######## design 1 ########
File: src/rtl/proc_pkg.sv
// Shared processor package: core widths, cache FSM states
// and address-field width helpers.
package proc_pkg;

  localparam int ARCH_BITS        = 32;
  localparam int BYTE_BITS        = 8;
  localparam int MEMORY_LINE_BITS = 128;

  typedef enum logic [2:0] {
    IDLE,
    LOOKUP,
    WRBACK,
    REFILL,
    FLUSH
  } cacheState_t;

  function automatic int setBits(input int sets);
    return $clog2(sets);
  endfunction

  function automatic int byteBits(input int arch);
    return $clog2(arch / BYTE_BITS);
  endfunction

  function automatic int offBits(input int line, input int arch);
    return $clog2(line / arch) + byteBits(arch);
  endfunction

  function automatic int tagBits(
    input int arch,
    input int line,
    input int sets
  );
    return arch - setBits(sets) - offBits(line, arch);
  endfunction

  function automatic int wayBits(input int ways);
    return (ways > 1) ? $clog2(ways) : 1;
  endfunction

endpackage

File: src/rtl/cache_lru.sv
// Per-set LRU ages for the associative cache.
// Ports: rdSet -> victimWay (oldest way), touch/touchSet/touchWay update.
module cache_lru #(
  parameter int SETS = 4,
  parameter int WAYS = 2,
  parameter int SB   = 2,
  parameter int AW   = 1
) (
  input  logic          clk,
  input  logic          rst,
  input  logic [SB-1:0] rdSet,
  output logic [AW-1:0] victimWay,
  input  logic          touch,
  input  logic [SB-1:0] touchSet,
  input  logic [AW-1:0] touchWay
);

  logic [AW-1:0] age [SETS][WAYS];
  logic [AW-1:0] best;
  logic [AW-1:0] prev;

  always_comb begin
    best      = age[rdSet][0];
    victimWay = '0;
    for (int w = 1; w < WAYS; w++) begin
      if (age[rdSet][w] > best) begin
        best      = age[rdSet][w];
        victimWay = AW'(w);
      end
    end
  end

  assign prev = age[touchSet][touchWay];

  // Equal ages are aged too, so the all-zero reset state
  // settles into distinct ages as the ways fill.
  always_ff @(posedge clk or negedge rst) begin
    if (!rst) begin
      for (int s = 0; s < SETS; s++)
        for (int w = 0; w < WAYS; w++)
          age[s][w] <= '0;
    end else if (touch) begin
      for (int w = 0; w < WAYS; w++) begin
        if (AW'(w) == touchWay)
          age[touchSet][w] <= '0;
        else if (age[touchSet][w] <= prev &&
                 age[touchSet][w] != AW'(WAYS - 1))
          age[touchSet][w] <= age[touchSet][w] + 1'b1;
      end
    end
  end

endmodule

File: src/rtl/assoc_cache.sv
// Set-associative write-back cache with LRU replacement and flush.
// Ports: CPU req/resp, line refill (memRd*), write-back (memWr*), flush.
module assoc_cache #(
  parameter int ARCH_BITS = 32,
  parameter int LINE_BITS = 128,
  parameter int SETS      = 4,
  parameter int WAYS      = 2
) (
  input  logic                 clk,
  input  logic                 rst,
  input  logic                 reqValid,
  input  logic                 reqWrite,
  input  logic                 reqByte,
  input  logic [ARCH_BITS-1:0] reqAddr,
  input  logic [ARCH_BITS-1:0] reqWData,
  output logic                 reqReady,
  output logic                 respValid,
  output logic [ARCH_BITS-1:0] respData,
  output logic                 memRdReq,
  output logic [ARCH_BITS-1:0] memRdAddr,
  input  logic [LINE_BITS-1:0] memRdData,
  input  logic                 memRdValid,
  output logic                 memWrReq,
  output logic [ARCH_BITS-1:0] memWrAddr,
  output logic [LINE_BITS-1:0] memWrLine,
  input  logic                 memWrAck,
  input  logic                 flush,
  output logic                 flushDone
);
  import proc_pkg::*;

  localparam int SB = setBits(SETS);
  localparam int BB = byteBits(ARCH_BITS);
  localparam int OB = offBits(LINE_BITS, ARCH_BITS);
  localparam int WB = OB - BB;
  localparam int TB = tagBits(ARCH_BITS, LINE_BITS, SETS);
  localparam int AW = wayBits(WAYS);

  cacheState_t state, nxt;

  logic [ARCH_BITS-1:0] rAddr, rWData;
  logic                 rWrite, rByte;

  logic [LINE_BITS-1:0] dataArr [SETS][WAYS];
  logic [TB-1:0]        tagArr  [SETS][WAYS];
  logic [WAYS-1:0]      valid   [SETS];
  logic [WAYS-1:0]      dirty   [SETS];

  logic [AW-1:0] vWay, wbWay, fWay;
  logic [AW-1:0] hitWay, invWay, victim, lruWay, touchWay;
  logic [SB-1:0] wbSet, fSet;
  logic          flushing, hit, hasInv, fLast, touch;

  logic [LINE_BITS-1:0] hitLine, newLine;
  logic [ARCH_BITS-1:0] hitWord;

  logic [TB-1:0] tag;
  logic [SB-1:0] idx;
  logic [WB-1:0] wSel;
  logic [BB-1:0] bSel;

  assign tag  = rAddr[ARCH_BITS-1 -: TB];
  assign idx  = rAddr[OB +: SB];
  assign wSel = rAddr[BB +: WB];
  assign bSel = rAddr[BB-1:0];

  always_comb begin
    hit    = 1'b0;
    hitWay = '0;
    for (int w = 0; w < WAYS; w++) begin
      if (valid[idx][w] && tagArr[idx][w] == tag) begin
        hit    = 1'b1;
        hitWay = AW'(w);
      end
    end
  end

  always_comb begin
    hasInv = 1'b0;
    invWay = '0;
    for (int w = WAYS - 1; w >= 0; w--) begin
      if (!valid[idx][w]) begin
        hasInv = 1'b1;
        invWay = AW'(w);
      end
    end
    victim = hasInv ? invWay : lruWay;
  end

  always_comb begin
    hitLine = dataArr[idx][hitWay];
    hitWord = hitLine[int'(wSel)*ARCH_BITS +: ARCH_BITS];
    newLine = hitLine;
    if (rByte)
      newLine[int'(wSel)*ARCH_BITS + int'(bSel)*8 +: 8] = rWData[7:0];
    else
      newLine[int'(wSel)*ARCH_BITS +: ARCH_BITS] = rWData;
  end

  assign fLast = (fSet == SB'(SETS - 1)) &&
                 (fWay == AW'(WAYS - 1));

  assign touch = (state == LOOKUP && hit) ||
                 (state == REFILL && memRdValid);
  assign touchWay = (state == REFILL) ? vWay : hitWay;

  cache_lru #(
    .SETS(SETS),
    .WAYS(WAYS),
    .SB  (SB),
    .AW  (AW)
  ) uLru (
    .clk      (clk),
    .rst      (rst),
    .rdSet    (idx),
    .victimWay(lruWay),
    .touch    (touch),
    .touchSet (idx),
    .touchWay (touchWay)
  );

  always_comb begin
    nxt = state;
    unique case (state)
      IDLE:
        if (flush)         nxt = FLUSH;
        else if (reqValid) nxt = LOOKUP;
      LOOKUP:
        if (hit)                    nxt = IDLE;
        else if (dirty[idx][victim]) nxt = WRBACK;
        else                        nxt = REFILL;
      WRBACK:
        if (memWrAck) nxt = flushing ? FLUSH : REFILL;
      REFILL:
        if (memRdValid) nxt = LOOKUP;
      FLUSH:
        if (dirty[fSet][fWay]) nxt = WRBACK;
        else if (fLast)        nxt = IDLE;
      default: nxt = IDLE;
    endcase
  end

  always_ff @(posedge clk or negedge rst) begin
    if (!rst) begin
      state    <= IDLE;
      rAddr    <= '0;
      rWData   <= '0;
      rWrite   <= 1'b0;
      rByte    <= 1'b0;
      vWay     <= '0;
      wbWay    <= '0;
      wbSet    <= '0;
      fWay     <= '0;
      fSet     <= '0;
      flushing <= 1'b0;
      for (int s = 0; s < SETS; s++) begin
        valid[s] <= '0;
        dirty[s] <= '0;
      end
    end else begin
      state <= nxt;
      unique case (state)
        IDLE:
          if (flush) begin
            fSet <= '0;
            fWay <= '0;
          end else if (reqValid) begin
            rAddr  <= reqAddr;
            rWData <= reqWData;
            rWrite <= reqWrite;
            rByte  <= reqByte;
          end
        LOOKUP:
          if (hit) begin
            if (rWrite) dirty[idx][hitWay] <= 1'b1;
          end else begin
            vWay     <= victim;
            wbSet    <= idx;
            wbWay    <= victim;
            flushing <= 1'b0;
          end
        WRBACK:
          if (memWrAck && flushing)
            dirty[wbSet][wbWay] <= 1'b0;
        REFILL:
          if (memRdValid) begin
            valid[idx][vWay] <= 1'b1;
            dirty[idx][vWay] <= 1'b0;
          end
        FLUSH:
          if (dirty[fSet][fWay]) begin
            wbSet    <= fSet;
            wbWay    <= fWay;
            flushing <= 1'b1;
          end else begin
            valid[fSet][fWay] <= 1'b0;
            if (!fLast) begin
              if (fWay == AW'(WAYS - 1)) begin
                fWay <= '0;
                fSet <= fSet + 1'b1;
              end else begin
                fWay <= fWay + 1'b1;
              end
            end
          end
        default: ;
      endcase
    end
  end

  always_ff @(posedge clk) begin
    if (state == LOOKUP && hit && rWrite)
      dataArr[idx][hitWay] <= newLine;
    if (state == REFILL && memRdValid) begin
      dataArr[idx][vWay] <= memRdData;
      tagArr[idx][vWay]  <= tag;
    end
  end

  assign reqReady  = rst && state == IDLE && !flush;
  assign respValid = state == LOOKUP && hit;
  assign respData  = (respValid && !rWrite) ? hitWord : '0;
  assign memRdReq  = state == REFILL;
  assign memRdAddr = {tag, idx, {OB{1'b0}}};
  assign memWrReq  = state == WRBACK;
  assign memWrAddr = {tagArr[wbSet][wbWay], wbSet, {OB{1'b0}}};
  assign memWrLine = dataArr[wbSet][wbWay];
  assign flushDone = state == FLUSH && fLast &&
                     !dirty[fSet][fWay];

endmodule

File: config.mk
export PLATFORM = sky130hd
export DESIGN_NAME = assoc_cache
export DESIGN_NICKNAME = d
export VERILOG_FILES = /design/src/rtl/proc_pkg.sv /design/src/rtl/cache_lru.sv /design/src/rtl/assoc_cache.sv
export SDC_FILE = /design/constraint.sdc
export NUM_CORES = 2
export LEC_CHECK = 0
export CAP_MARGIN = 25
export CORE_AREA = 2 2 340 342
export CTS_CLUSTER_SIZE = 14
export DETAILED_ROUTE_END_ITERATION = 8
export DIE_AREA = 0 0 342 344
export GPL_TIMING_DRIVEN = 0
export HOLD_SLACK_MARGIN = 0.12
export PLACE_DENSITY = 0.89
export SLEW_MARGIN = 20
export SYNTH_ARGS = -nofsm -noshare
export SYNTH_HDL_FRONTEND = slang
export SYNTH_SLANG_ARGS = --single-unit
File: constraint.sdc
create_clock -name clk -period 25 [get_ports clk]
set_input_delay 5 -clock clk [delete_from_list [all_inputs] [get_ports clk]]
set_output_delay 5 -clock clk [all_outputs]
set_load 0.05 [all_outputs]
######## design 2 ########
`src/rtl/modulation_pkg.sv`:
```
// Shared definitions for the modulation scheduler.
//   state_t         : scheduler FSM states
//   READ_LATENCY    : cycles from MOD_ADDR to valid MOD_DATA
//   DEFAULT_TIMEOUT : default multiplier completion budget
//   (the timeout feature itself is enabled by MODULATION_TIMEOUT_EN)
package modulation_pkg;

    typedef enum logic [2:0] {
        StIdle,
        StFetch,
        StStart,
        StWaitDone,
        StFinish
    } state_t;

    localparam int unsigned READ_LATENCY    = 2;
    localparam int unsigned DEFAULT_TIMEOUT = 512;

endpackage

```
`src/rtl/modulation_index_counter.sv`:
```
// Sample index counter for the modulation scheduler.
// Counts completed steps in div_cnt and advances the sample index once every
// max(FREQ_DIV,1) steps, wrapping to 0 at or beyond the cycle length.
// Ports:
//   i_clk      : clock
//   i_rst      : synchronous active-high reset
//   i_advance  : one-cycle strobe, one completed step
//   i_cycle    : last valid buffer index, sampled only with i_advance
//   i_freq_div : steps per sample (0 means 1), sampled only with i_advance
//   o_idx      : current sample index
module modulation_index_counter #(
    parameter int unsigned ADDR_WIDTH = 15
) (
    input  logic                  i_clk,
    input  logic                  i_rst,
    input  logic                  i_advance,
    input  logic [ADDR_WIDTH-1:0] i_cycle,
    input  logic [31:0]           i_freq_div,
    output logic [ADDR_WIDTH-1:0] o_idx
);

    logic [31:0]           r_div_cnt;
    logic [ADDR_WIDTH-1:0] r_idx;
    logic [31:0]           w_div_last;
    logic [ADDR_WIDTH-1:0] w_idx_next;

    // >= rather than == so a FREQ_DIV reduced below the running count still rolls over
    assign w_div_last = (i_freq_div == 32'd0) ? 32'd0 : (i_freq_div - 32'd1);
    assign w_idx_next = (r_idx >= i_cycle) ? '0 : (r_idx + 1'b1);

    always_ff @(posedge i_clk) begin
        if (i_rst) begin
            r_div_cnt <= 32'd0;
            r_idx     <= '0;
        end else if (i_advance) begin
            if (r_div_cnt >= w_div_last) begin
                r_div_cnt <= 32'd0;
                r_idx     <= w_idx_next;
            end else begin
                r_div_cnt <= r_div_cnt + 32'd1;
            end
        end
    end

    assign o_idx = r_idx;

endmodule

```
`src/rtl/modulation_scheduler.sv`:
```
// Modulation scheduler: on each UPDATE pulse, fetches the modulation factor
// for the current sample index, hands it to an external multiplier, waits for
// completion and reports DUTY_VALID, then advances the index via the divider.
// Optional macro MODULATION_TIMEOUT_EN: abort WAIT_DONE after TIMEOUT cycles
// and raise TIMEOUT_ERR; without it TIMEOUT_ERR is tied 0.
// Ports:
//   CLK, RST      : clock, synchronous active-high reset
//   UPDATE        : step request pulse
//   CYCLE         : last valid buffer index
//   FREQ_DIV      : steps per sample (0 means 1)
//   MOD_ADDR      : registered buffer read address (tracks IDX)
//   MOD_DATA      : buffer read data, READ_LATENCY cycles after MOD_ADDR
//   MULT_START    : multiplier start pulse
//   MULT_M        : modulation factor to the multiplier
//   MULT_DONE     : multiplier completion pulse
//   DUTY_VALID    : scaled duties ready pulse
//   IDX           : current sample index
//   OVERRUN       : sticky, UPDATE seen while busy
//   TIMEOUT_ERR   : sticky, multiplier timed out
//   CLR_FLAGS     : clears the sticky flags (a same-cycle set wins)
module modulation_scheduler
    import modulation_pkg::*;
#(
    parameter int unsigned ADDR_WIDTH = 15,
    parameter int unsigned TIMEOUT    = DEFAULT_TIMEOUT
) (
    input  logic                  CLK,
    input  logic                  RST,
    input  logic                  UPDATE,
    input  logic [ADDR_WIDTH-1:0] CYCLE,
    input  logic [31:0]           FREQ_DIV,
    output logic [ADDR_WIDTH-1:0] MOD_ADDR,
    input  logic [7:0]            MOD_DATA,
    output logic                  MULT_START,
    output logic [7:0]            MULT_M,
    input  logic                  MULT_DONE,
    output logic                  DUTY_VALID,
    output logic [ADDR_WIDTH-1:0] IDX,
    output logic                  OVERRUN,
    output logic                  TIMEOUT_ERR,
    input  logic                  CLR_FLAGS
);

    localparam logic [1:0] FetchLast = 2'(READ_LATENCY - 1);

    state_t                r_state;
    state_t                w_state_next;
    logic [1:0]            r_fetch_cnt;
    logic [ADDR_WIDTH-1:0] r_mod_addr;
    logic [7:0]            r_mult_m;
    logic                  r_overrun;
    logic                  w_overrun_set;
    logic                  w_timeout;
    logic                  w_advance;
    logic [ADDR_WIDTH-1:0] w_idx;

    assign w_overrun_set = UPDATE && (r_state != StIdle);
    assign w_advance     = (r_state == StFinish);

`ifdef MODULATION_TIMEOUT_EN
    logic [31:0] r_to_cnt;
    logic        r_timeout_err;

    // r_to_cnt holds the number of cycles since MULT_START while in WAIT_DONE
    assign w_timeout = (r_state == StWaitDone) && !MULT_DONE &&
                       (r_to_cnt >= 32'(TIMEOUT - 1));

    always_ff @(posedge CLK) begin
        if (RST) begin
            r_to_cnt      <= 32'd0;
            r_timeout_err <= 1'b0;
        end else begin
            if (r_state == StStart) begin
                r_to_cnt <= 32'd1;
            end else if (r_state == StWaitDone) begin
                r_to_cnt <= r_to_cnt + 32'd1;
            end
            if (w_timeout) begin
                r_timeout_err <= 1'b1;
            end else if (CLR_FLAGS) begin
                r_timeout_err <= 1'b0;
            end
        end
    end

    assign TIMEOUT_ERR = r_timeout_err;
`else
    logic w_unused_timeout;

    assign w_unused_timeout = ^TIMEOUT;
    assign w_timeout        = 1'b0;
    assign TIMEOUT_ERR      = 1'b0;
`endif

    always_ff @(posedge CLK) begin
        if (RST) begin
            r_state     <= StIdle;
            r_fetch_cnt <= 2'd0;
            r_mod_addr  <= '0;
            r_mult_m    <= 8'd0;
            r_overrun   <= 1'b0;
        end else begin
            r_state     <= w_state_next;
            r_fetch_cnt <= (r_state == StFetch) ? (r_fetch_cnt + 2'd1) : 2'd0;
            r_mod_addr  <= w_idx;
            if (r_state == StStart) begin
                r_mult_m <= MOD_DATA;
            end
            if (w_overrun_set) begin
                r_overrun <= 1'b1;
            end else if (CLR_FLAGS) begin
                r_overrun <= 1'b0;
            end
        end
    end

    always_comb begin
        w_state_next = r_state;
        unique case (r_state)
            StIdle:     if (UPDATE) w_state_next = StFetch;
            StFetch:    if (r_fetch_cnt == FetchLast) w_state_next = StStart;
            StStart:    w_state_next = StWaitDone;
            StWaitDone: begin
                if (MULT_DONE) begin
                    w_state_next = StFinish;
                end else if (w_timeout) begin
                    w_state_next = StIdle;
                end
            end
            StFinish:   w_state_next = StIdle;
            default:    w_state_next = StIdle;
        endcase
    end

    modulation_index_counter #(
        .ADDR_WIDTH (ADDR_WIDTH)
    ) u_index_counter (
        .i_clk      (CLK),
        .i_rst      (RST),
        .i_advance  (w_advance),
        .i_cycle    (CYCLE),
        .i_freq_div (FREQ_DIV),
        .o_idx      (w_idx)
    );

    assign MOD_ADDR   = r_mod_addr;
    assign MULT_START = (r_state == StStart);
    assign MULT_M     = r_mult_m;
    assign DUTY_VALID = (r_state == StFinish);
    assign IDX        = w_idx;
    assign OVERRUN    = r_overrun;

endmodule

```
`config.mk`:
```
export PLATFORM = sky130hd
export DESIGN_NAME = modulation_scheduler
export DESIGN_NICKNAME = d
export VERILOG_FILES = /design/src/rtl/modulation_pkg.sv /design/src/rtl/modulation_index_counter.sv /design/src/rtl/modulation_scheduler.sv
export SDC_FILE = /design/constraint.sdc
export NUM_CORES = 1
export LEC_CHECK = 0
export ABC_AREA = 1
export CORE_UTILIZATION = 59
export CTS_BUF_LIST = sky130_fd_sc_hd__clkbuf_4 sky130_fd_sc_hd__clkbuf_8 sky130_fd_sc_hd__clkbuf_16
export CTS_CLUSTER_DIAMETER = 100
export CTS_CLUSTER_SIZE = 10
export DETAILED_ROUTE_END_ITERATION = 16
export PLACE_DENSITY = 0.95
export SKIP_LAST_GASP = 1
export SYNTH_ARGS = -nofsm -noshare
export SYNTH_HDL_FRONTEND = slang
export SYNTH_SLANG_ARGS = --single-unit
```
`constraint.sdc`:
```
create_clock -name CLK -period 6.97 [get_ports CLK]
set_input_delay 1.0455 -clock CLK [delete_from_list [all_inputs] [get_ports CLK]]
set_output_delay 1.0455 -clock CLK [all_outputs]
set_load 0.01 [all_outputs]
```
######## design 3 ########
`src/rtl/fme_sad_accum.sv`:
```
// Nine-candidate SAD accumulator for fractional motion estimation; pulses en with final distortions.
// Optional MV-cost bias preload of the eight sub-pel candidates is enabled by defining FME_SAD_MVCOST_EN.
module fme_sad_accum #(
    parameter int NPIX = 16
) (
    input  logic             clk,
    input  logic             rst_n,
    input  logic             start,
`ifdef FME_SAD_MVCOST_EN
    input  logic [15:0]      mv_cost,
`endif
    input  logic             in_valid,
    output logic             in_ready,
    input  logic [7:0]       cur_pix,
    input  logic [8:0][7:0]  ref_pix,
    output logic             busy,
    output logic             en,
    output logic [8:0][15:0] distort
);

    typedef enum logic [1:0] {
        S_IDLE  = 2'd0,
        S_ACCUM = 2'd1,
        S_DONE  = 2'd2
    } state_t;

    localparam logic [8:0] LAST_CNT = 9'(NPIX - 1);

    state_t           r_state;
    state_t           w_state_nxt;
    logic [8:0]       r_cnt;
    logic [8:0][15:0] r_distort;
    logic [8:0][15:0] w_init;
    logic             w_start_acc;
    logic             w_beat;
    logic             w_last;

    function automatic logic [7:0] abs_diff(input logic [7:0] a, input logic [7:0] b);
        logic signed [8:0] d;
        d = $signed({1'b0, a}) - $signed({1'b0, b});
        return (d < 0) ? 8'(-d) : 8'(d);
    endfunction

    // 17-bit sum clamps at full scale so a long or biased block never wraps.
    function automatic logic [15:0] sat_add(input logic [15:0] acc, input logic [7:0] inc);
        logic [16:0] s;
        s = {1'b0, acc} + {9'd0, inc};
        return s[16] ? 16'hFFFF : s[15:0];
    endfunction

    assign w_start_acc = start && (r_state == S_IDLE);
    assign w_beat      = in_valid && (r_state == S_ACCUM);
    assign w_last      = w_beat && (r_cnt == LAST_CNT);

    always_comb begin
        w_state_nxt = r_state;
        in_ready    = 1'b0;
        busy        = 1'b0;
        en          = 1'b0;
        case (r_state)
            S_IDLE: begin
                if (start) w_state_nxt = S_ACCUM;
            end
            S_ACCUM: begin
                in_ready = 1'b1;
                busy     = 1'b1;
                if (w_last) w_state_nxt = S_DONE;
            end
            S_DONE: begin
                busy        = 1'b1;
                en          = 1'b1;
                w_state_nxt = S_IDLE;
            end
            default: w_state_nxt = S_IDLE;
        endcase
    end

    // Centre candidate has zero MV offset, so it never carries the bias.
    always_comb begin
        w_init = '0;
`ifdef FME_SAD_MVCOST_EN
        for (int k = 0; k < 8; k++) w_init[k] = mv_cost;
`endif
    end

    always_ff @(posedge clk or negedge rst_n) begin
        if (!rst_n) begin
            r_state   <= S_IDLE;
            r_cnt     <= 9'd0;
            r_distort <= '0;
        end else begin
            r_state <= w_state_nxt;
            if (w_start_acc) begin
                r_cnt     <= 9'd0;
                r_distort <= w_init;
            end else if (w_beat) begin
                r_cnt <= r_cnt + 9'd1;
                for (int k = 0; k < 9; k++)
                    r_distort[k] <= sat_add(r_distort[k], abs_diff(cur_pix, ref_pix[k]));
            end
        end
    end

    assign distort = r_distort;

endmodule

```
`config.mk`:
```
export PLATFORM = sky130hd
export DESIGN_NAME = fme_sad_accum
export DESIGN_NICKNAME = d
export VERILOG_FILES = /design/src/rtl/fme_sad_accum.sv
export SDC_FILE = /design/constraint.sdc
export NUM_CORES = 1
export LEC_CHECK = 0
export ABC_AREA = 1
export CORE_MARGIN = 1.5
export CORE_UTILIZATION = 50
export CTS_CLUSTER_SIZE = 25
export DETAILED_ROUTE_END_ITERATION = 6
export PLACE_DENSITY = 0.76
export SYNTH_ARGS = -nofsm -noshare
export SYNTH_HDL_FRONTEND = slang
export SYNTH_SLANG_ARGS = --single-unit
```
`constraint.sdc`:
```
create_clock -name clk -period 1.9 [get_ports clk]
set_clock_uncertainty 0.15 [all_clocks]
set_input_delay 0.285 -clock clk [delete_from_list [all_inputs] [get_ports clk]]
set_output_delay 0.285 -clock clk [all_outputs]
set_load 0.005 [all_outputs]
```
Design 3, wiring by layer:
Scale bar: 50 um. Two of the layers only.
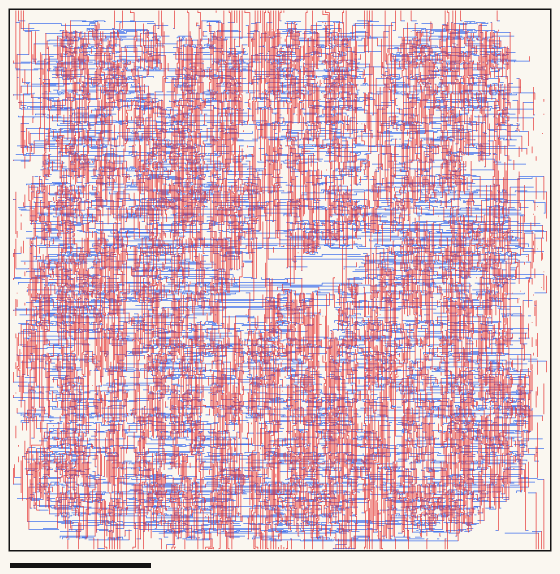
- M2: red (wire length 36.6 mm)
- M1: blue (wire length 27.0 mm)

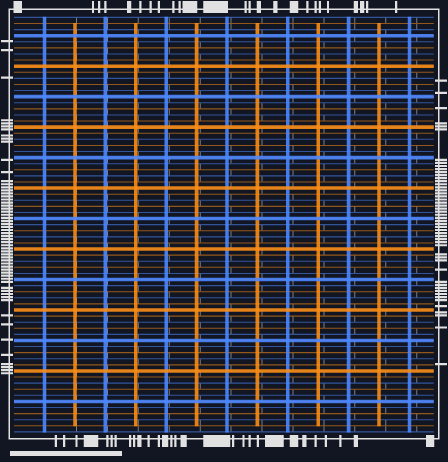
Design 3: PDN straps and rails
Scale bar: 50 um. Pins as bars on the die edge. Tap cells in gray.
- VSS: blue
- VDD: orange
- met4 straps: 13
- signal pins: 231
- tap cells: 455
- rows: 68
- met5 straps: 13
width of the chip: 191 um
area inside the core boundary: 34600 sq um
maximum resistive drop on vdd: 1.05 mV
die boundary height: 191 um

==> flow_results.xml, design 3 <==
<?xml version="1.0" encoding="UTF-8"?>
<metrics>
  <group name="status">
    <metric name="status" unit="">finished with violations</metric>
    <metric name="failed_checks" unit="">design-rule violations, negative setup slack</metric>
  </group>
  <group name="final_timing">
    <metric name="finalSetupViolations" unit="">146</metric>
    <metric name="post-route-worst-setup-slack" unit="ns">-1.61</metric>
  </group>
  <group name="detailed_routing">
    <metric name="drcViolationCount" unit="">2</metric>
  </group>
  <group name="synth">
    <metric name="top_cell_types_by_occurrence_after_synthesis" unit="">sky130_fd_sc_hd__nand2_1, sky130_fd_sc_hd__inv_1, sky130_fd_sc_hd__nand3_1</metric>
    <metric name="yosys_warnings" unit="">0</metric>
  </group>
  <group name="cells_and_area">
    <metric name="final-instance-count-excl-fill" unit="">4096</metric>
    <metric name="logic_area" unit="sq um">15200</metric>
    <metric name="layout_top_cells" unit="">sky130_fd_sc_hd__nand2_1, sky130_fd_sc_hd__buf_4, sky130_fd_sc_hd__inv_1, sky130_fd_sc_hd__nand2_2, sky130_fd_sc_hd__nand3_1</metric>
    <metric name="layout.non_clock_inverters" unit="">512</metric>
  </group>
  <group name="worst_setup_path">
    <metric name="critical_path.startpoint_type" unit="">input port</metric>
    <metric name="crit_cells" unit="">27</metric>
    <metric name="cp_slowest_stage_delay" unit="ns">0.47</metric>
  </group>
  <group name="global_routing">
    <metric name="grt_util_all_layers" unit="%">35.1</metric>
  </group>
  <group name="clocking">
    <metric name="clock-sinks" unit="">155</metric>
  </group>
</metrics>
design 3: report_power, final:
part,leakage (nW),internal [W],switching (W),total [W]
Clock,0.284,0.00196,0.00172,0.00368
Combinational,14.1,0.0126,0.0132,0.0258
Sequential,2.01,0.00415,0.00104,0.00520
Total,16.4,0.0187,0.0160,0.0347
design 3: registers in the layout, indices dropped and copies added, names as in the netlist:
| signal | count |
|---|---|
| distort | 144 |
| r_state | 2 |
| r_cnt | 9 |
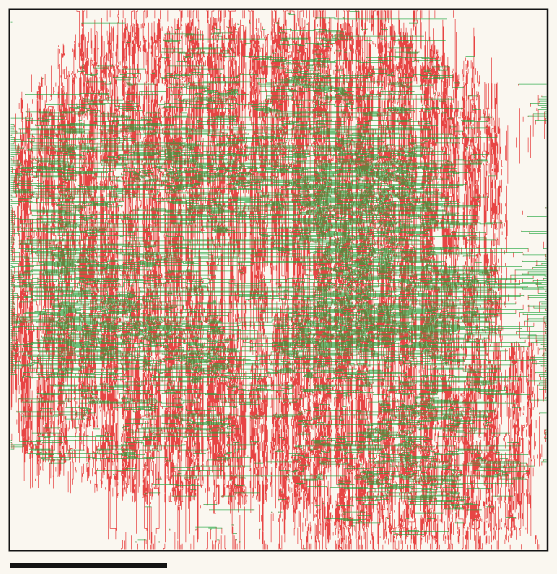
Design 1: wiring by layer
Scale bar: 100 um. Two of the layers only.
- M2: red (wire length 114 mm)
- M3: green (wire length 45.3 mm)

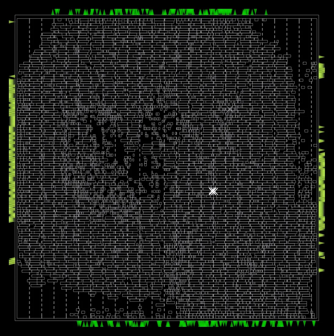
Design 1: placed standard cells
filler instances: 6940
placement row count: 124

==> flow_results.xml, design 1 <==
<?xml version="1.0" encoding="UTF-8"?>
<metrics>
  <group name="cells_and_area">
    <metric name="seq_share" unit="%">49.3</metric>
    <metric name="post_route_cells_drive_above_1_share" unit="%">25.3</metric>
  </group>
  <group name="worst_setup_path">
    <metric name="crit_buf_inv" unit="">4</metric>
    <metric name="cp.arrival" unit="ns">8.11</metric>
    <metric name="critPathMaxFanout" unit="">10</metric>
    <metric name="crit_cells" unit="">13</metric>
    <metric name="setup.worst_path.start" unit="">rAddr[5]</metric>
  </group>
  <group name="final_timing">
    <metric name="worst_clock_skew" unit="ns">0.0386</metric>
    <metric name="min_period" unit="ns">13.11</metric>
    <metric name="finalMaxSlewViolations" unit="">0</metric>
  </group>
  <group name="power_and_ir_drop">
    <metric name="clock_net_power" unit="W">0.00204</metric>
    <metric name="netSwitchingFraction" unit="%">43.9</metric>
  </group>
  <group name="die">
    <metric name="initial_utilization" unit="%">59.6</metric>
  </group>
  <group name="global_routing">
    <metric name="antenna_found_initial" unit="">27</metric>
    <metric name="grt_overflow" unit="">0</metric>
  </group>
  <group name="clocking">
    <metric name="htree_num_levels" unit="">4</metric>
    <metric name="postCtsSetupRepairBufs" unit="">0</metric>
  </group>
  <group name="synth">
    <metric name="share_of_synthesized_cell_area_in_and_or_and_or_and_compound_cells" unit="%">6.34</metric>
    <metric name="synthArstFlopShare" unit="%">7.58</metric>
    <metric name="synth_adder_area_share" unit="%">0.277</metric>
  </group>
  <group name="detailed_routing">
    <metric name="ant_nets" unit="">0</metric>
    <metric name="count_of_vias_placed_by_the_detailed_router" unit="">50700</metric>
    <metric name="drcViolationCount" unit="">33</metric>
    <metric name="met3_length" unit="um">45300</metric>
  </group>
  <group name="hold_path">
    <metric name="hold_path_class" unit="">reg2reg</metric>
  </group>
  <group name="status">
    <metric name="status" unit="">finished with violations</metric>
    <metric name="failed_checks" unit="">design-rule violations</metric>
  </group>
</metrics>
==> design 1: flip-flops by register name, indices dropped and copies added, names as in the netlist <==
register  flops
tagArr      208
flushing      1
dataArr    1024
rByte         1
rAddr        32
fSet          2
valid         8
fWay          1
rWrite        1
wbWay         1
wbSet         2
dirty         8
uLru.age      8
vWay          1
state         3
rWData       32
==> design 1: routing by layer <==
layer | track usage [%] | vias up
met3 | 20.1 | 1524
li1 | - | 18700
met2 | 65.4 | 5587
met4 | 29.0 | 36
met5 | 0.160 | -
met1 | 52.5 | 24900
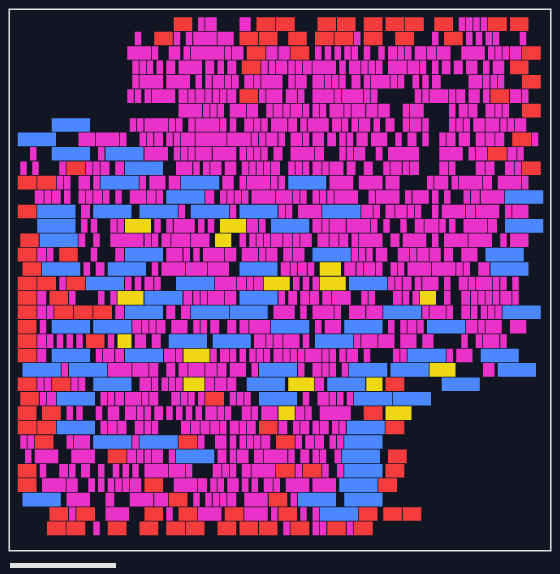
Design 2: cell classes on the final placement
Scale bar: 20 um.
- remaining logic cells: magenta (cells 788; share of their area 61%)
- clock drivers and dummy loads: yellow (cells 16; share of their area 2.7%)
- remaining buffers and delay cells: red (cells 100; share of their area 14%)
- sequential cells: blue (cells 76; share of their area 22%)
final standard cell area without fillers: 7130 sq um
placement row count: 36
end-of-flow core utilization: 73.3%
area inside the core boundary: 9730 sq um

==> flow_results.xml, design 2 <==
<?xml version="1.0" encoding="UTF-8"?>
<metrics>
  <group name="worst_setup_path">
    <metric name="worstRegToRegCells" unit="">12</metric>
    <metric name="r2r_start" unit="">u_index_counter.r_div_cnt[15]</metric>
    <metric name="cp_slowest_stage_delay" unit="ns">0.51</metric>
  </group>
  <group name="synth">
    <metric name="simple_gate_area_share" unit="%">40.8</metric>
    <metric name="synth.area.top_cells" unit="">sky130_fd_sc_hd__dfxtp_1, sky130_fd_sc_hd__ha_1, sky130_fd_sc_hd__nor2_1</metric>
    <metric name="synthArstFlopShare" unit="%">0</metric>
    <metric name="ys.flop_type" unit="">sky130_fd_sc_hd__dfxtp_1</metric>
    <metric name="avgSynthCellArea" unit="sq um">6.68</metric>
    <metric name="yosys.area.top_type" unit="">sky130_fd_sc_hd__dfxtp_1</metric>
    <metric name="mux_area_share" unit="%">0</metric>
    <metric name="yosys.area_share.xor_xnor" unit="%">5.79</metric>
  </group>
  <group name="final_timing">
    <metric name="hold_slack" unit="ns">0.449</metric>
    <metric name="timing.fmax" unit="MHz">215</metric>
    <metric name="tightest_slew" unit="ns">0.930</metric>
  </group>
  <group name="cells_and_area">
    <metric name="clkCellAreaFrac" unit="%">2.65</metric>
    <metric name="synthToLayoutAreaGrowth" unit="%">21.0</metric>
    <metric name="final-instance-count-excl-fill" unit="">1113</metric>
    <metric name="post_route_cells_drive_above_1_share" unit="%">8.88</metric>
  </group>
  <group name="die">
    <metric name="initial_utilization" unit="%">60.6</metric>
  </group>
  <group name="placed_design">
    <metric name="hpwlAfterDp" unit="um">11600</metric>
  </group>
  <group name="flow_run">
    <metric name="drv.max_cap_violation_count" unit="">0</metric>
  </group>
  <group name="global_routing">
    <metric name="grt_pass1_vias" unit="">5654</metric>
    <metric name="grt.met2_usage" unit="%">52.3</metric>
  </group>
  <group name="clocking">
    <metric name="number_of_gates_resized_after_cts" unit="">0</metric>
    <metric name="worstSkewPairLatency" unit="ns">0.36</metric>
    <metric name="clk_tree_root_cell" unit="">sky130_fd_sc_hd__clkbuf_8</metric>
  </group>
  <group name="detailed_routing">
    <metric name="drcViolationCount" unit="">0</metric>
    <metric name="count_of_vias_placed_by_the_detailed_router" unit="">6117</metric>
  </group>
  <group name="power_and_ir_drop">
    <metric name="power.density_cell_area" unit="nW/um^2">130</metric>
    <metric name="switching_power" unit="W">0.000273</metric>
  </group>
  <group name="status">
    <metric name="status" unit="">completed</metric>
  </group>
</metrics>
## design 2: power by group through the flow
stage | Sequential, W | Combinational (W) | Clock [W]
after global placement | 0.000457 | 0.000145 | 0
after CTS | 0.000448 | 0.000151 | 0.000328
final | 0.000448 | 0.000151 | 0.000325
after detailed placement | 0.000458 | 0.000150 | 0
after global routing | 0.000449 | 0.000168 | 0.000347
after floorplan | 0.000460 | 0.0000770 | 0


==> gallery <==
Clock distribution.
(a)
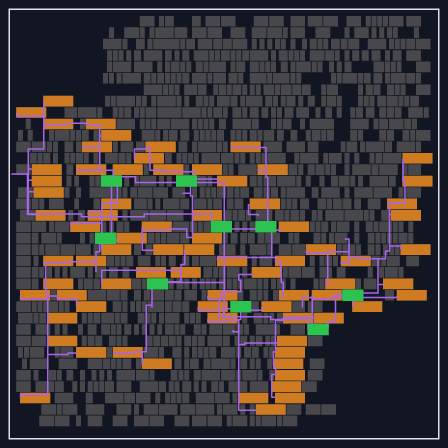
(b)
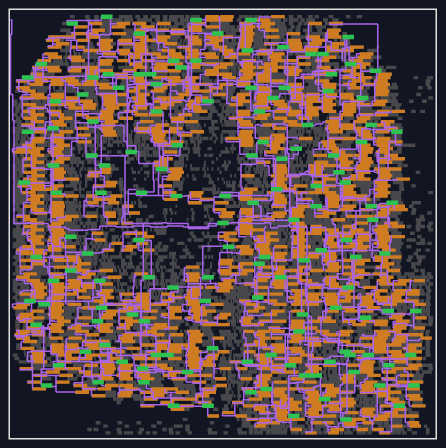
(c)
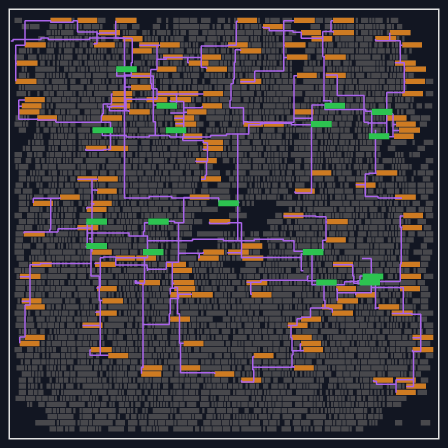
(c) is design 3.
(b) is design 1.
(a) is design 2.
- fewest sequential cells: (a)

Key to (b):
- clock-net drivers: green (count 139)
- clock wires: purple (length 16000 um)
- flip-flops: orange (count 1333)
- flops lie: all over the die
- routed clock nets: 140

Power figures rest on the tool's default switching activity, not on a simulated workload.
